# block 1

Fig. 1: block 1, routed metal per tile
Scale: 8 px per um. 10 x 10 tiles, from dark blue (low) to red (high), scaled to the fullest tile. Values are wire area over tile area, all layers added.
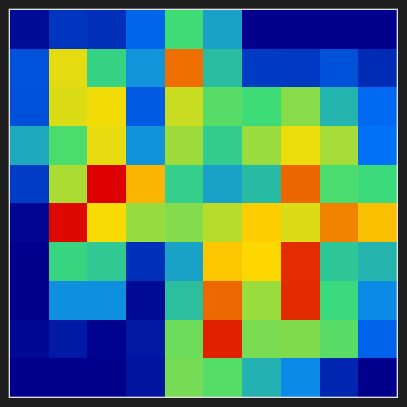
Fig. 2: block 1, signal wires on met2
Scale: 10 px per um. Cells faint in the background.
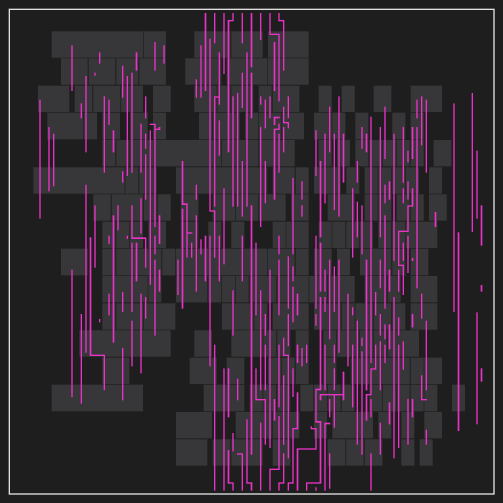
===== src/rtl/pipe_hazard_ctrl_pkg.sv =====
// pipe_hazard_ctrl_pkg: shared state encoding, MDU latency default and register-zero helper
package pipe_hazard_ctrl_pkg;
    typedef enum logic [1:0] {RUN, MDU_WAIT, FETCH_WAIT} state_t;
    localparam int MDU_LAT_DEF = 32;
    localparam logic [4:0] REG_ZERO = 5'd0;
    function automatic logic reg_hit(input logic [4:0] w, input logic [4:0] r);
        return (w != REG_ZERO) && (w == r);
    endfunction
endpackage


===== src/rtl/pipe_mdu_timer.sv =====
// pipe_mdu_timer: loads LAT-1 on issue and counts down to zero
module pipe_mdu_timer
    import pipe_hazard_ctrl_pkg::*;
#(
    parameter int LAT = MDU_LAT_DEF
) (
    input  logic clk,
    input  logic rst_n,
    input  logic load,
    output logic zero
);
    localparam int CW = $clog2(LAT);
    logic [CW-1:0] cnt;
    always_ff @(posedge clk or negedge rst_n) begin
        if (!rst_n) cnt <= '0;
        else if (load) cnt <= CW'(LAT - 1);
        else if (cnt != '0) cnt <= cnt - CW'(1);
    end
    assign zero = (cnt == '0);
endmodule


===== src/rtl/pipe_hazard_ctrl.sv =====
// pipe_hazard_ctrl: stall/flush control for F and D registers (load-use, branch, MDU, fetch wait)
// Optional PIPE_HAZARD_CTRL_PERF_EN adds stall_cycles / flush_count counters.
module pipe_hazard_ctrl
    import pipe_hazard_ctrl_pkg::*;
#(
    parameter int MDU_LAT = MDU_LAT_DEF
) (
    input  logic        clk,
    input  logic        rst_n,
    input  logic [4:0]  rsD,
    input  logic [4:0]  rtD,
    input  logic        branchD,
    input  logic        jumpD,
    input  logic        pcsrcD,
    input  logic        mdu_useD,
    input  logic [4:0]  writeregE,
    input  logic [4:0]  writeregM,
    input  logic        regwriteE,
    input  logic        memtoregE,
    input  logic        memtoregM,
    input  logic        mdu_startE,
    input  logic        imem_ready,
`ifdef PIPE_HAZARD_CTRL_PERF_EN
    output logic [31:0] stall_cycles,
    output logic [31:0] flush_count,
`endif
    output logic        stallf,
    output logic        stalld,
    output logic        flushd,
    output logic        flushe,
    output logic        mdu_busy
);
    state_t state, state_nx;
    logic cnt_zero, hitE, hitM, lwstall, brstall, mdustall, fwait, stall_any;

    pipe_mdu_timer #(.LAT(MDU_LAT)) u_timer (
        .clk  (clk),
        .rst_n(rst_n),
        .load (mdu_startE && state != MDU_WAIT),
        .zero (cnt_zero)
    );

    always_ff @(posedge clk or negedge rst_n) begin
        if (!rst_n) state <= RUN;
        else state <= state_nx;
    end

    // MDU issue wins over a fetch wait; a running MDU keeps counting regardless of imem_ready
    always_comb begin
        state_nx = state;
        case (state)
            RUN:        state_nx = mdu_startE ? MDU_WAIT : (!imem_ready ? FETCH_WAIT : RUN);
            MDU_WAIT:   state_nx = cnt_zero ? RUN : MDU_WAIT;
            FETCH_WAIT: state_nx = mdu_startE ? MDU_WAIT : (imem_ready ? RUN : FETCH_WAIT);
            default:    state_nx = RUN;
        endcase
    end

    assign hitE      = reg_hit(writeregE, rsD) || reg_hit(writeregE, rtD);
    assign hitM      = reg_hit(writeregM, rsD) || reg_hit(writeregM, rtD);
    assign lwstall   = memtoregE && hitE;
    assign brstall   = branchD && ((regwriteE && hitE) || (memtoregM && hitM));
    assign mdustall  = mdu_useD && state == MDU_WAIT;
    assign fwait     = state == FETCH_WAIT || !imem_ready;
    assign stall_any = lwstall || brstall || mdustall;

    // Reset forces bubbles into both registers and releases the stalls
    assign stalld   = rst_n && stall_any;
    assign stallf   = rst_n && (stall_any || fwait);
    assign flushe   = !rst_n || stall_any;
    assign flushd   = !rst_n || (!stall_any && (pcsrcD || jumpD || fwait));
    assign mdu_busy = state == MDU_WAIT;

`ifdef PIPE_HAZARD_CTRL_PERF_EN
    always_ff @(posedge clk or negedge rst_n) begin
        if (!rst_n) begin
            stall_cycles <= '0;
            flush_count  <= '0;
        end else begin
            stall_cycles <= stall_cycles + {31'd0, stallf};
            flush_count  <= flush_count + {31'd0, flushd};
        end
    end
`endif
endmodule


===== config.mk =====
export PLATFORM = sky130hd
export DESIGN_NAME = pipe_hazard_ctrl
export DESIGN_NICKNAME = d
export VERILOG_FILES = /design/src/rtl/pipe_hazard_ctrl_pkg.sv /design/src/rtl/pipe_mdu_timer.sv /design/src/rtl/pipe_hazard_ctrl.sv
export SDC_FILE = /design/constraint.sdc
export NUM_CORES = 1
export LEC_CHECK = 0
export ABC_AREA = 1
export CAP_MARGIN = 20
export CORE_MARGIN = 2
export CORE_UTILIZATION = 40
export DETAILED_ROUTE_END_ITERATION = 12
export HOLD_SLACK_MARGIN = 0.12
export PLACE_DENSITY = 0.89
export SLEW_MARGIN = 10
export SYNTH_ARGS = -nofsm -noshare
export SYNTH_HDL_FRONTEND = slang
export SYNTH_SLANG_ARGS = --single-unit

===== constraint.sdc =====
create_clock -name clk -period 1.8 [get_ports clk]
set_clock_uncertainty 0.2 [all_clocks]
set_input_delay 0.36 -clock clk [delete_from_list [all_inputs] [get_ports clk]]
set_output_delay 0.36 -clock clk [all_outputs]
set_load 0.02 [all_outputs]

==> qor.yml <==
status: "finished, violations left"
violations: "setup timing"
min_path_type: "input pin to flop"
ys_area_um2: 785.8
io_pins: 36
top_regs: "u_timer.cnt x5, state x2"
finalClockPeriodUsage: 1.078
r2r-end: "u_timer.cnt[3]"
cts.sinks: 7
yosys.area_share.aoi: 0.07484
synth_nets: 173
dp_hpwl_um: 1827
grt.overflow.total: 0
synth_area_um2: 785.8
regArea_um2: 175.2
regToRegSetupSlack_ps: 280
cts_tree: "done"
critPathArrivalTime_ps: 1380
synth_top_area_share: 0.2675
htree_levels: 1
most_common_cell: "nand2_1"
wl_met2_um: 1260
drt_first_iter_violations: 20
grt_pass1_wl_um: 3960
antenna_found_initial: 0
coreArea_um2: 1902
cp_max_fo: 1
finalSetupViolCount: 4
ys_sh_simple: 0.4586
worst_slack_ps: -139.8
critPathLaunchType: "input pin"
diodes: 0
top_cells_by_count: "nand2_1, inv_1, nor2_1"
synth_seq_share: 0.2229
r2r_cells: 6
comb_share: 0.4466
areaGrowthSynthToFinish_pct: 55.10
ff_type: "dfrtp_1"
grt_max_degree: 8
ant_nets: 0
die_y_um: 48.32
grt_setup_unrepaired: "yes"
fin_nets: 222
Notes on Fig. 1 above:
nearly empty tiles	13%
densest ninth of the die	middle right
fullest tile	0.37
tiles over half the peak	42%
emptiest ninth of the die	lower left
Total Wirelength: 2282 um
WL per Instance: 10.61 um
All-Layer GR Usage: 0.2130

Notes on Fig. 2 above:
main direction	vertical
share of all routed wire	55%
wire length on this layer	1260 um
nets with wire on the layer	186
longest straight run	24.8 um
vias after detailed routing: 998
GR Util met2: 0.4028

==> cell usage in the layout, fill, tap and decap left out, types with 5 or more instances in the layout <==
cell	netlist	final
nand2_1	56	52
inv_2	7	15
buf_2	0	14
buf_4	0	14
inv_1	21	13
nor2_1	11	9
nand3_1	8	7
nand2_2	3	7
dfrtp_1	7	7
xnor2_1	5	5
==> through the flow <==
stage	hold slack (ps)	TNS, ps	power (mW)	cell area, um^2
floorplan	-135.6	0	0.5547	785.8
global placement	300.5	-3672	0.7679	1230
detailed placement	327.7	-3866	0.7931	1230
CTS	197.8	-344.7	0.9491	1196
global route	240.1	-758.5	1.031	1219
finish	225.0	-361.5	0.9506	1219
==> timing repair <==
item                                    CTS  global route
pin swaps                                29             9
cloned                                    0             0
hold buffers                              0             0
endpoints found under the setup margin    5             5
buffers inserted                          1             0
endpoints found under the hold margin     0             0
resized                                 132             9
==> where the power goes <==
group          switching (mW)  internal [mW]  leakage [nW]
logic                   0.273          0.251         0.616
registers              0.0521          0.227        0.0765
clock network          0.0633         0.0849        0.0150
==> worst max-delay path, cell delays in order <==
cell,delay (ps)
clkdlybuf4s50_1,400
or3_1,350
nand4_1,80
nand2_1,60
buf_6,130

# block 2

--- src/rtl/seq_shift_add_multiplier.sv ---
// Iterative shift-and-add multiplier: one operand pair per job, WIDTH accumulate
// cycles, result held under valid/ready until the consumer takes it.
//
// state  | meaning
// IDLE   | waiting for an operand pair (in_ready=1)
// RUN    | accumulating one partial product per cycle
// DONE   | product valid, waiting for out_ready
module seq_shift_add_multiplier #(
    parameter int WIDTH = 8,
    parameter int CNT_W = $clog2(WIDTH + 1)
) (
    input  logic                 clk,
    input  logic                 rst,
    input  logic                 in_valid,
    output logic                 in_ready,
    input  logic [WIDTH-1:0]     a,
    input  logic [WIDTH-1:0]     b,
    input  logic                 is_signed,
    output logic                 out_valid,
    input  logic                 out_ready,
    output logic [2*WIDTH-1:0]   product
);

    typedef enum logic [1:0] {S_IDLE, S_RUN, S_DONE} state_t;

    state_t               r_state;
    state_t               w_state_nxt;
    logic [WIDTH-1:0]     r_mcand;
    logic [WIDTH-1:0]     r_mplier;
    logic [2*WIDTH-1:0]   r_acc;
    logic [CNT_W-1:0]     r_cnt;
    logic                 r_neg;

    logic [WIDTH-1:0]     w_mag_a;
    logic [WIDTH-1:0]     w_mag_b;
    logic [2*WIDTH-1:0]   w_addend;
    logic [2*WIDTH-1:0]   w_acc_nxt;
    logic                 w_last;

    // Magnitude of -2^(WIDTH-1) wraps to 2^(WIDTH-1), which is correct as unsigned.
    assign w_mag_a   = (is_signed && a[WIDTH-1]) ? (~a + WIDTH'(1)) : a;
    assign w_mag_b   = (is_signed && b[WIDTH-1]) ? (~b + WIDTH'(1)) : b;
    assign w_addend  = r_mplier[0] ? ({{WIDTH{1'b0}}, r_mcand} << r_cnt) : '0;
    assign w_acc_nxt = r_acc + w_addend;
    assign w_last    = (r_cnt == CNT_W'(WIDTH - 1));

    assign in_ready  = (r_state == S_IDLE);
    assign out_valid = (r_state == S_DONE);

    always_ff @(posedge clk or posedge rst) begin
        if (rst) begin
            r_state <= S_IDLE;
        end else begin
            r_state <= w_state_nxt;
        end
    end

    always_comb begin
        w_state_nxt = r_state;
        case (r_state)
            S_IDLE:  if (in_valid)  w_state_nxt = S_RUN;
            S_RUN:   if (w_last)    w_state_nxt = S_DONE;
            S_DONE:  if (out_ready) w_state_nxt = S_IDLE;
            default:                w_state_nxt = S_IDLE;
        endcase
    end

    always_ff @(posedge clk or posedge rst) begin
        if (rst) begin
            r_mcand  <= '0;
            r_mplier <= '0;
            r_acc    <= '0;
            r_cnt    <= '0;
            r_neg    <= 1'b0;
            product  <= '0;
        end else begin
            case (r_state)
                S_IDLE: begin
                    if (in_valid) begin
                        r_mcand  <= w_mag_a;
                        r_mplier <= w_mag_b;
                        r_neg    <= is_signed & (a[WIDTH-1] ^ b[WIDTH-1]);
                        r_acc    <= '0;
                        r_cnt    <= '0;
                    end
                end
                S_RUN: begin
                    r_acc    <= w_acc_nxt;
                    r_mplier <= r_mplier >> 1;
                    r_cnt    <= r_cnt + CNT_W'(1);
                    // Negating a zero accumulator yields zero, so no negative zero.
                    if (w_last) begin
                        product <= r_neg ? -w_acc_nxt : w_acc_nxt;
                    end
                end
                default: ;
            endcase
        end
    end

endmodule

--- config.mk ---
export PLATFORM = sky130hd
export DESIGN_NAME = seq_shift_add_multiplier
export DESIGN_NICKNAME = d
export VERILOG_FILES = /design/src/rtl/seq_shift_add_multiplier.sv
export SDC_FILE = /design/constraint.sdc
export NUM_CORES = 1
export LEC_CHECK = 0
export ABC_CLOCK_PERIOD_IN_PS = 4200
export CORE_ASPECT_RATIO = 1.1
export CORE_MARGIN = 1
export CORE_UTILIZATION = 25
export CTS_BUF_LIST = sky130_fd_sc_hd__clkbuf_4
export DETAILED_ROUTE_END_ITERATION = 8
export PLACE_DENSITY_LB_ADDON = 0.05
export SYNTH_ARGS = -nofsm -noshare
export SYNTH_HDL_FRONTEND = slang
export SYNTH_SLANG_ARGS = --single-unit
export TNS_END_PERCENT = 50
--- constraint.sdc ---
create_clock -name clk -period 4.2 [get_ports clk]
set_input_delay 0.42 -clock clk [delete_from_list [all_inputs] [get_ports clk]]
set_output_delay 0.42 -clock clk [all_outputs]
set_load 0.05 [all_outputs]
==> qor.yml <==
path_buffers: 0
critPathTopFamily: "simple AND/OR/NAND/NOR gates"
async_reset_ff_frac: 1.000
clkTransAtPathRegs_ps: 180
logic_area_um2: 2316
fp_util: 0.2551
avgRoutedWirePerCell_um: 14.63
switching_share: 0.5115
grt_use_met1: 0.1661
finalNonFillerCells: 693
htree_levels: 2
coreArea_um2: 15050
ant_nets: 0
clockRootBuffer: "clkbuf_4"
yosys_warnings: 0
cts_inserted_buffers: 5
worst_slack_ps: 332.1
die_w_um: 120.2
chip_area_um2: 15860
p_leak_nw: 1.987
finalClockPeriodUsage: 0.9209
drv_cap: 0
final_area_um2: 4557
buf_share: 0.1032
clock.latency.late_pin_ps: 420
avgSynthCellArea_um2: 8.312
status: "complete, no violations"
syn_inst: 462
cts-hold-fix-buffers: 0
fin_setup_tns_ps: 0
power_density_nw_per_um2: 858.8
layout_top_cells: "nand2_1, o21ai_0, dfrtp_1"
-- cell families after synthesis --
kind of cell | Yosys count | share of synthesized area
simple gates | 165 | 0.1984
compound gates | 127 | 0.2053
flops | 55 | 0.3584
buf+inv | 40 | 0.03910
xor+xnor | 39 | 0.08895
fa+ha+maj | 20 | 0.06712
mux | 16 | 0.04268
-- registers in the layout, summed over array words and instances, names as in the netlist --
register,count
product,16
r_mplier,8
r_cnt,4
r_state,2
r_neg,1
r_mcand,8
r_acc,16
-- how the worst max path moves through the flow --
stage,start,endpoint,slack (ps),cells past startpoint
final,r_cnt[0],product[12],330,14
after global routing,r_cnt[0],product[12],-0.1,14
after CTS,r_cnt[0],product[12],160,14
after detailed placement,r_cnt[0],product[15],200,14
after global placement,r_cnt[0],product[15],190,18
after floorplan,r_cnt[0],product[12],430,14
-- power groups by stage --
stage          clock network [mW]  logic (mW)  registers [mW]
5_1_grt                     0.357        2.91            1.02
3_5_place_dp                    0        2.65           0.990
4_1_cts                     0.341        2.65           0.978
3_3_place_gp                    0        2.65           0.992
2_1_floorplan                   0        1.72            1.14
6_report                    0.320        2.62           0.975
Fig. 3: block 2, signal wires on met2
Scale: 4 px per um. Cells faint in the background.
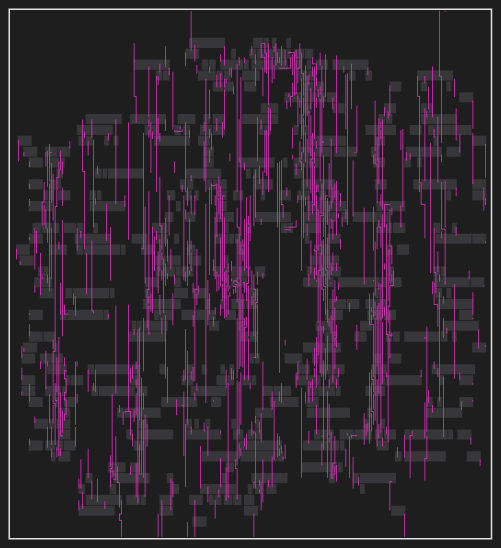
nets with wire on the layer	407
longest straight run	52.7 um
share of all routed wire	50%
wire length on this layer	5060 um

Fig. 4: block 2, routing congestion
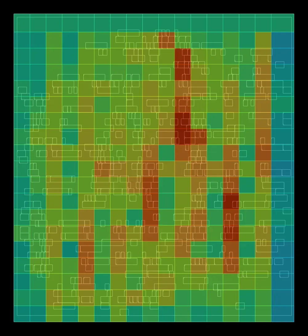
GRT busiest layer: met2
Util after Layout: 0.3027

Fig. 5: block 2, routed metal per tile
Scale: 3 px per um. 24 x 26 tiles, from dark blue (low) to red (high), scaled to the fullest tile. Values are wire area over tile area, all layers added.
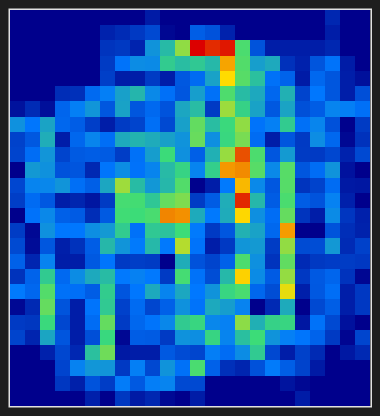
densest ninth of the die	centre
tiles over half the peak	9.1%
mean over tiles	0.097
fullest tile	0.46
emptiest ninth of the die	upper left
nearly empty tiles	19%
All-Layer GR Usage: 0.1337
vias after detailed routing: 3288
Total Wirelength: 10140 um


# block 3

Fig. 6: block 3, metal 3
Scale: 4 px per um. Cells faint in the background.
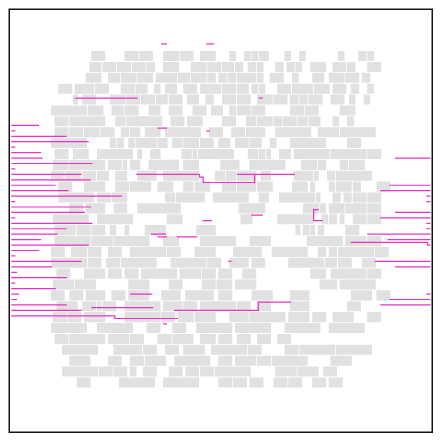
Fig. 7: block 3, routed metal per tile
Scale: 4 px per um. 21 x 21 tiles, from dark blue (low) to red (high), scaled to the fullest tile. Values are wire area over tile area, all layers added.
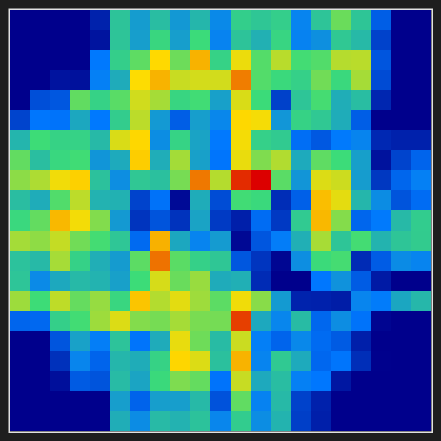
===== config.mk =====
export PLATFORM = sky130hd
export DESIGN_NAME = apb_master_seq
export DESIGN_NICKNAME = d
export VERILOG_FILES = /design/src/rtl/apb_master_seq.sv
export SDC_FILE = /design/constraint.sdc
export NUM_CORES = 1
export LEC_CHECK = 0
export CORE_MARGIN = 10
export CORE_UTILIZATION = 36
export DETAILED_ROUTE_END_ITERATION = 10
export GPL_TIMING_DRIVEN = 0
export PLACE_DENSITY = 0.82
export SYNTH_ARGS = -nofsm -noshare
export SYNTH_HDL_FRONTEND = slang
export SYNTH_SLANG_ARGS = --single-unit
export TNS_END_PERCENT = 1

===== constraint.sdc =====
create_clock -name HCLK -period 1.8 [get_ports HCLK]
set_input_delay 0.27 -clock HCLK [delete_from_list [all_inputs] [get_ports HCLK]]
set_output_delay 0.27 -clock HCLK [all_outputs]
set_load 0.005 [all_outputs]

===== src/rtl/apb_master_seq.sv =====
// APB-side sequencer of the AHB->APB bridge: turns each control-FIFO entry into one
// APB4 SETUP/ACCESS transfer and pushes read data into the APB->AHB read-data FIFO.
module apb_master_seq #(
  parameter int haddrWidth = 8,
  parameter int hdataWidth = 32,
  parameter int CTRL_W     = 1 + 2 + 3 + 3 + haddrWidth
) (
  input  logic                    HCLK,
  input  logic                    HRESETn,
  input  logic                    ctrl_empty,
  input  logic [CTRL_W-1:0]       ctrl_rdata,
  output logic                    ctrl_ren,
  input  logic                    ahb_data_empty,
  input  logic [hdataWidth-1:0]   ahb_data_rdata,
  output logic                    ahb_data_ren,
  input  logic                    apb_data_full,
  output logic                    apb_data_wen,
  output logic [hdataWidth-1:0]   apb_data_wdata,
  output logic                    PSEL,
  output logic                    PENABLE,
  output logic                    PWRITE,
  output logic [haddrWidth-1:0]   PADDR,
  output logic [hdataWidth-1:0]   PWDATA,
  output logic [hdataWidth/8-1:0] PSTRB,
  input  logic [hdataWidth-1:0]   PRDATA,
  input  logic                    PREADY,
  input  logic                    PSLVERR,
  output logic                    busy,
  output logic [7:0]              slverr_cnt
);

  localparam int STRB_W = hdataWidth / 8;

  typedef enum logic [1:0] {
    IDLE   = 2'd0,
    SETUP  = 2'd1,
    ACCESS = 2'd2
  } state_e;

  state_e                  state_q, state_d;
  logic                    psel_q, psel_d;
  logic                    penable_q, penable_d;
  logic                    pwrite_q, pwrite_d;
  logic [haddrWidth-1:0]   paddr_q, paddr_d;
  logic [hdataWidth-1:0]   pwdata_q, pwdata_d;
  logic [STRB_W-1:0]       pstrb_q, pstrb_d;
  logic                    busy_q, busy_d;
  logic [7:0]              slverr_q, slverr_d;

  logic                    head_write;
  logic [2:0]              head_size;
  logic [haddrWidth-1:0]   head_addr;
  logic [STRB_W-1:0]       head_strb;
  logic                    issue_ok;
  logic                    issue;
  logic                    done;
  logic                    unused_fields;

  assign head_write = ctrl_rdata[CTRL_W-1];
  assign head_size  = ctrl_rdata[haddrWidth+2:haddrWidth];
  assign head_addr  = ctrl_rdata[haddrWidth-1:0];

  // HTRANS and HBURST travel with the entry but every entry is a single APB transfer.
  assign unused_fields = ^ctrl_rdata[CTRL_W-2 -: 5];

  // Read space is reserved at issue time, so a completing read can never overflow.
  assign issue_ok = !ctrl_empty && (head_write ? !ahb_data_empty : !apb_data_full);
  assign done     = (state_q == ACCESS) && PREADY;

  always_comb begin
    head_strb = '0;
    if (head_write) begin
      unique case (head_size)
        3'b000:  head_strb = STRB_W'(4'b0001 << head_addr[1:0]);
        3'b001:  head_strb = STRB_W'(4'b0011 << {head_addr[1], 1'b0});
        default: head_strb = '1;
      endcase
    end
  end

  // NOTE: every always_comb output gets a default first; a missing branch would otherwise infer a latch.
  always_comb begin
    state_d = state_q;
    issue   = 1'b0;
    unique case (state_q)
      IDLE: begin
        if (issue_ok) begin
          issue   = 1'b1;
          state_d = SETUP;
        end
      end
      SETUP: state_d = ACCESS;
      ACCESS: begin
        if (PREADY) begin
          if (issue_ok) begin
            issue   = 1'b1;
            state_d = SETUP;
          end else begin
            state_d = IDLE;
          end
        end
      end
      default: state_d = IDLE;
    endcase
  end

  always_comb begin
    psel_d    = (state_d != IDLE);
    penable_d = (state_d == ACCESS);
    busy_d    = (state_d != IDLE);
    pwrite_d  = pwrite_q;
    paddr_d   = paddr_q;
    pwdata_d  = pwdata_q;
    pstrb_d   = pstrb_q;
    slverr_d  = slverr_q;
    if (issue) begin
      pwrite_d = head_write;
      paddr_d  = head_addr;
      pstrb_d  = head_strb;
      if (head_write) pwdata_d = ahb_data_rdata;
    end
    if (done && PSLVERR && (slverr_q != 8'hFF)) slverr_d = slverr_q + 8'd1;
  end

  // NOTE: sequential state uses non-blocking assignments so every register samples pre-edge values.
  always_ff @(posedge HCLK or negedge HRESETn) begin
    if (!HRESETn) begin
      state_q   <= IDLE;
      psel_q    <= 1'b0;
      penable_q <= 1'b0;
      pwrite_q  <= 1'b0;
      paddr_q   <= '0;
      pwdata_q  <= '0;
      pstrb_q   <= '0;
      busy_q    <= 1'b0;
      slverr_q  <= '0;
    end else begin
      state_q   <= state_d;
      psel_q    <= psel_d;
      penable_q <= penable_d;
      pwrite_q  <= pwrite_d;
      paddr_q   <= paddr_d;
      pwdata_q  <= pwdata_d;
      pstrb_q   <= pstrb_d;
      busy_q    <= busy_d;
      slverr_q  <= slverr_d;
    end
  end

  assign ctrl_ren       = issue;
  assign ahb_data_ren   = issue && head_write;
  assign apb_data_wen   = done && !pwrite_q;
  assign apb_data_wdata = apb_data_wen ? PRDATA : '0;

  assign PSEL       = psel_q;
  assign PENABLE    = penable_q;
  assign PWRITE     = pwrite_q;
  assign PADDR      = paddr_q;
  assign PWDATA     = pwdata_q;
  assign PSTRB      = pstrb_q;
  assign busy       = busy_q;
  assign slverr_cnt = slverr_q;

endmodule


==> qor.yml <==
setup.worst_path.class: "flop to primary output"
htree_levels: 3
endpoint_kind: "primary output"
async_reset_ff_frac: 1.000
violations: "setup timing"
cts-hold-fix-buffers: 1
yosys.area.top_type: "dfrtp_1"
worst_slack_ps: -222.5
ys_sh_adder: 0.004771
cts.sinks: 57
finalSetupViolCount: 72
final.min_clock_period_ps: 2022
drt_first_iter_violations: 52
r2r-start: "state_q[0]"
status: "finished, violations left"
groute.usage.overall: 0.1646
drive_gt1_frac: 0.3630
pre_cts_slack_ps: -862.5
most_common_cell: "dfrtp_1"
routed.top_layer: "met4"
About Fig. 6:
main direction	horizontal
longest straight run	27.4 um
vias after detailed routing: 2326
Total Wirelength: 9727 um
met3 Use GR: 0.07491

About Fig. 7:
nearly empty tiles	17%
emptiest ninth of the die	lower right
mean over tiles	0.14

[where the power goes]
group          internal, mW  switching [mW]  leakage [nW]
Combinational          1.19           0.493          1.48
Clock                 0.830           0.506         0.116
Sequential             1.60           0.210         0.694
[worst max-delay path by stage]
stage,start,end,cells after the start
3_5_place_dp,PREADY,apb_data_wdata[24],5
3_3_place_gp,HRESETn,slverr_cnt[6],1
5_1_grt,state_q[0],apb_data_wdata[17],7
4_1_cts,state_q[0],apb_data_wdata[21],7
2_1_floorplan,state_q[0],PWDATA[0],4
6_report,state_q[0],apb_data_wdata[17],7
[flip-flops by register name, summed over array words and instances (netlist names)]
signal / flops
PADDR: 8
PENABLE: 1
PSTRB: 4
PWDATA: 32
PWRITE: 1
busy: 1
slverr_cnt: 8
state_q: 2
[final cells by class]
type	instances	area, um^2
fill	533	2167
timing repair buffer	192	1853
sequential	57	1426
multi-input combinational	127	1254
clock buffer	15	196.4
tap	99	123.9
buffer	8	106.4
clock inverter	1	30.03
inverter	5	18.77
[cell families after synthesis]
family / after synthesis
flops: 57
mux: 48
xor+xnor: 1
fa+ha+maj: 1
simple gates: 59
buf+inv: 15
compound gates: 18

# block 4

Fig. 8: block 4, pin map
Scale: 10 px per um. Pins as bars across the die edge, other pins in grey.
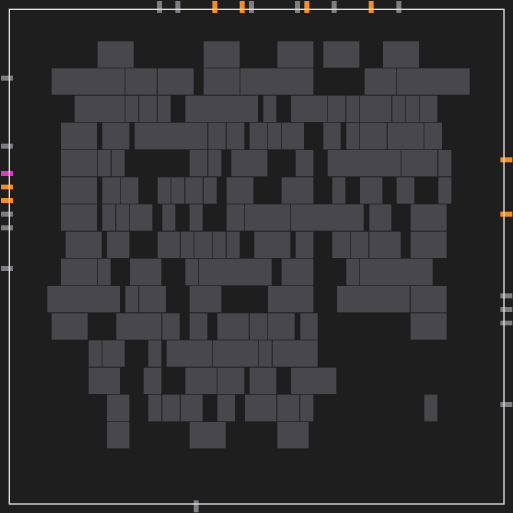
Fig. 9: block 4, routed metal per tile
Scale: 8 px per um. 10 x 10 tiles, from dark blue (low) to red (high), scaled to the fullest tile. Values are wire area over tile area, all layers added.
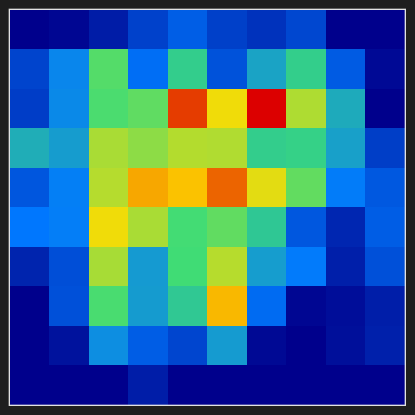
**config.mk**
```make
export PLATFORM = sky130hd
export DESIGN_NAME = modulo_updown_counter
export DESIGN_NICKNAME = d
export VERILOG_FILES = /design/src/rtl/modulo_updown_counter.sv
export SDC_FILE = /design/constraint.sdc
export NUM_CORES = 1
export LEC_CHECK = 0
export CAP_MARGIN = 20
export CORE_MARGIN = 3
export CORE_UTILIZATION = 45
export CTS_BUF_LIST = sky130_fd_sc_hd__clkbuf_4 sky130_fd_sc_hd__clkbuf_8
export CTS_CLUSTER_SIZE = 24
export DETAILED_ROUTE_END_ITERATION = 8
export GPL_ROUTABILITY_DRIVEN = 0
export PLACE_DENSITY_LB_ADDON = 0.25
export SYNTH_ARGS = -nofsm -noshare
export SYNTH_HDL_FRONTEND = slang
export SYNTH_SLANG_ARGS = --single-unit
```
**constraint.sdc**
```tcl
create_clock -name clk -period 4.8 [get_ports clk]
set_input_delay 0.96 -clock clk [delete_from_list [all_inputs] [get_ports clk]]
set_output_delay 0.96 -clock clk [all_outputs]
set_load 0.05 [all_outputs]
```
**src/rtl/modulo_updown_counter.sv**
```systemverilog
// Modulo-N up/down counter with wrap, saturate or one-shot end behaviour.
// Ports: clk, reset (sync, high), enable, up, load, load_val, clr_ovf in;
//        q (count), tc (terminal pulse), ovf (sticky), done (one-shot) out.
module modulo_updown_counter #(
   parameter int unsigned     WIDTH   = 8,
   parameter longint unsigned MODULUS = 256,
   parameter int unsigned     MODE    = 0
) (
   input  logic             clk,
   input  logic             reset,
   input  logic             enable,
   input  logic             up,
   input  logic             load,
   input  logic [WIDTH-1:0] load_val,
   input  logic             clr_ovf,
   output logic [WIDTH-1:0] q,
   output logic             tc,
   output logic             ovf,
   output logic             done
);

   localparam logic [WIDTH-1:0] MAX_C = WIDTH'(MODULUS - 1);
   localparam logic [WIDTH:0]   MOD_C = (WIDTH + 1)'(MODULUS);

   localparam logic [0:0] RUN  = 1'b0;
   localparam logic [0:0] DONE = 1'b1;

   logic [WIDTH-1:0] cnt_q, cnt_d;
   logic             tc_q, tc_d;
   logic             ovf_q, ovf_d;
   logic [0:0]       st_q, st_d;

   logic             live;
   logic             term;
   logic [WIDTH-1:0] ld_clamp;
   logic [WIDTH-1:0] step;

   always_comb begin
      // only the one-shot mode ever leaves RUN
      live     = (MODE != 2) || (st_q == RUN);
      term     = enable && live &&
                 (up ? (cnt_q == MAX_C) : (cnt_q == '0));
      ld_clamp = ({1'b0, load_val} >= MOD_C) ? MAX_C : load_val;
      step     = up ? cnt_q + WIDTH'(1) : cnt_q - WIDTH'(1);

      cnt_d = cnt_q;
      st_d  = st_q;
      tc_d  = 1'b0;
      ovf_d = clr_ovf ? 1'b0 : ovf_q;

      if (load) begin
         cnt_d = ld_clamp;
         st_d  = RUN;
      end else if (term) begin
         tc_d  = 1'b1;
         // setting beats a same-cycle clr_ovf
         ovf_d = 1'b1;
         if (MODE == 0) begin
            cnt_d = up ? '0 : MAX_C;
         end
         if (MODE == 2) begin
            st_d = DONE;
         end
      end else if (enable && live) begin
         cnt_d = step;
      end
   end

   always_ff @(posedge clk) begin
      if (reset) begin
         cnt_q <= '0;
         tc_q  <= 1'b0;
         ovf_q <= 1'b0;
         st_q  <= RUN;
      end else begin
         cnt_q <= cnt_d;
         tc_q  <= tc_d;
         ovf_q <= ovf_d;
         st_q  <= st_d;
      end
   end

   assign q    = cnt_q;
   assign tc   = tc_q;
   assign ovf  = ovf_q;
   assign done = (MODE == 2) && (st_q == DONE);

endmodule

```
==> qor.yml <==
regArea_um2: 200.2
coreArea_um2: 1745
yosys.area_share.aoi: 0.2089
slowest_delay_ps: 530
fin_setup_tns_ps: 0
grt_setup_unrepaired: "no"
ys_sh_simple: 0.2933
areaGrowthSynthToFinish_pct: 28.59
routed_wl_um: 1981
buf_share: 0.2120
ys_area_um2: 844.6
clockBufferDepth: 2
chip_area_um2: 2432
r2r-start: "q[0]"
antenna_found_initial: 0
worst-slew-pin-transition_ps: 553.9
setup.worst_path.class: "input pin to flop"
finalNonFillerCells: 159
htree_levels: 1
status: "complete, no violations"
io_pins: 25
logic_gate_count: 91
power_density_nw_per_um2: 261.1
fp-row-count: 15
synth_area_um2: 844.6
drv_slew: 0
pre_cts_slack_ps: 1583
crit_chain: "clkdlybuf4s50_1 -> inv_1 -> ha_1 -> a21o_1 -> a21oi_1 -> and2_1 -> o21ai_0 -> o311ai_1 -> nor2_1"
fp_util: 0.4839
syn_inst: 114
Notes on Fig. 8 above:
colour	port	pins	direction	edge
orange	load_val	8	input	4 top, 2 right, 2 left
magenta	load	1	input	left

Notes on Fig. 9 above:
emptiest ninth of the die	lower right
mean over tiles	0.13
densest ninth of the die	centre
fullest tile	0.45
tiles over half the peak	26%
WL per Instance: 12.46 um
All-Layer GR Usage: 0.1793
vias after detailed routing: 849

==> synthesized netlist by cell type <==
library cell	count	area, um^2
a21oi_1	19	95.09
nor2_1	19	71.32
dfxtp_1	10	200.2
inv_1	7	26.28
nand2_1	7	26.28
ha_1	6	75.07
nor3_1	5	25.02
xnor2_1	5	43.79
nor2b_1	4	25.02
a21o_1	2	15.01
buf_6	2	22.52
nand4_1	2	12.51
o21ai_0	2	10.01
o31a_1	2	17.52
or3_1	2	12.51
a2bb2oi_1	1	8.760
and2_1	1	6.260
and2_4	1	8.760
and3_1	1	6.260
buf_1	1	3.750
buf_2	1	5.000
buf_4	1	7.510
clkbuf_1	1	3.750
conb_1	1	3.750
fa_1	1	20.02
nand2b_4	1	13.76
nand3_2	1	10.01
nand4b_1	1	8.760
nor4_2	1	12.51
nor4b_1	1	8.760
o21bai_1	1	7.510
o22ai_1	1	6.260
o311ai_1	1	8.760
o31ai_1	1	7.510
xor2_1	1	8.760
==> path summary, 6_finish.rpt <==
path	to	slack [ps]	cells past startpoint
setup reg to reg	q[6]	2930	7
setup / recovery	q[7]	1860	9
hold reg to reg	ovf	510	2
hold / removal	ovf	510	2


==> notes/layouts.md <==
Pictures saved along the way, in no particular order.

Routing congestion.
Plate I
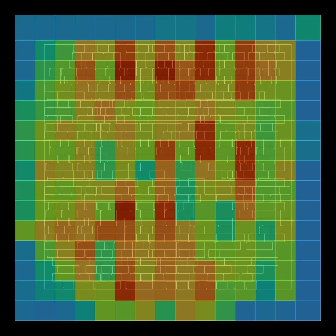
Plate II
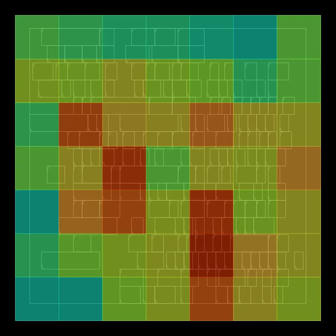
Plate III
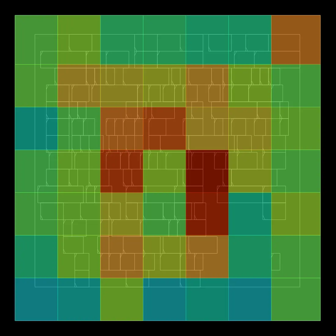
- block 4 = Plate III
- block 3 = Plate I
- block 1 = Plate II
Of these, least wire per cell: Plate II
Of these, highest track usage: Plate II

Power figures rest on the tool's default switching activity, not on a simulated workload.
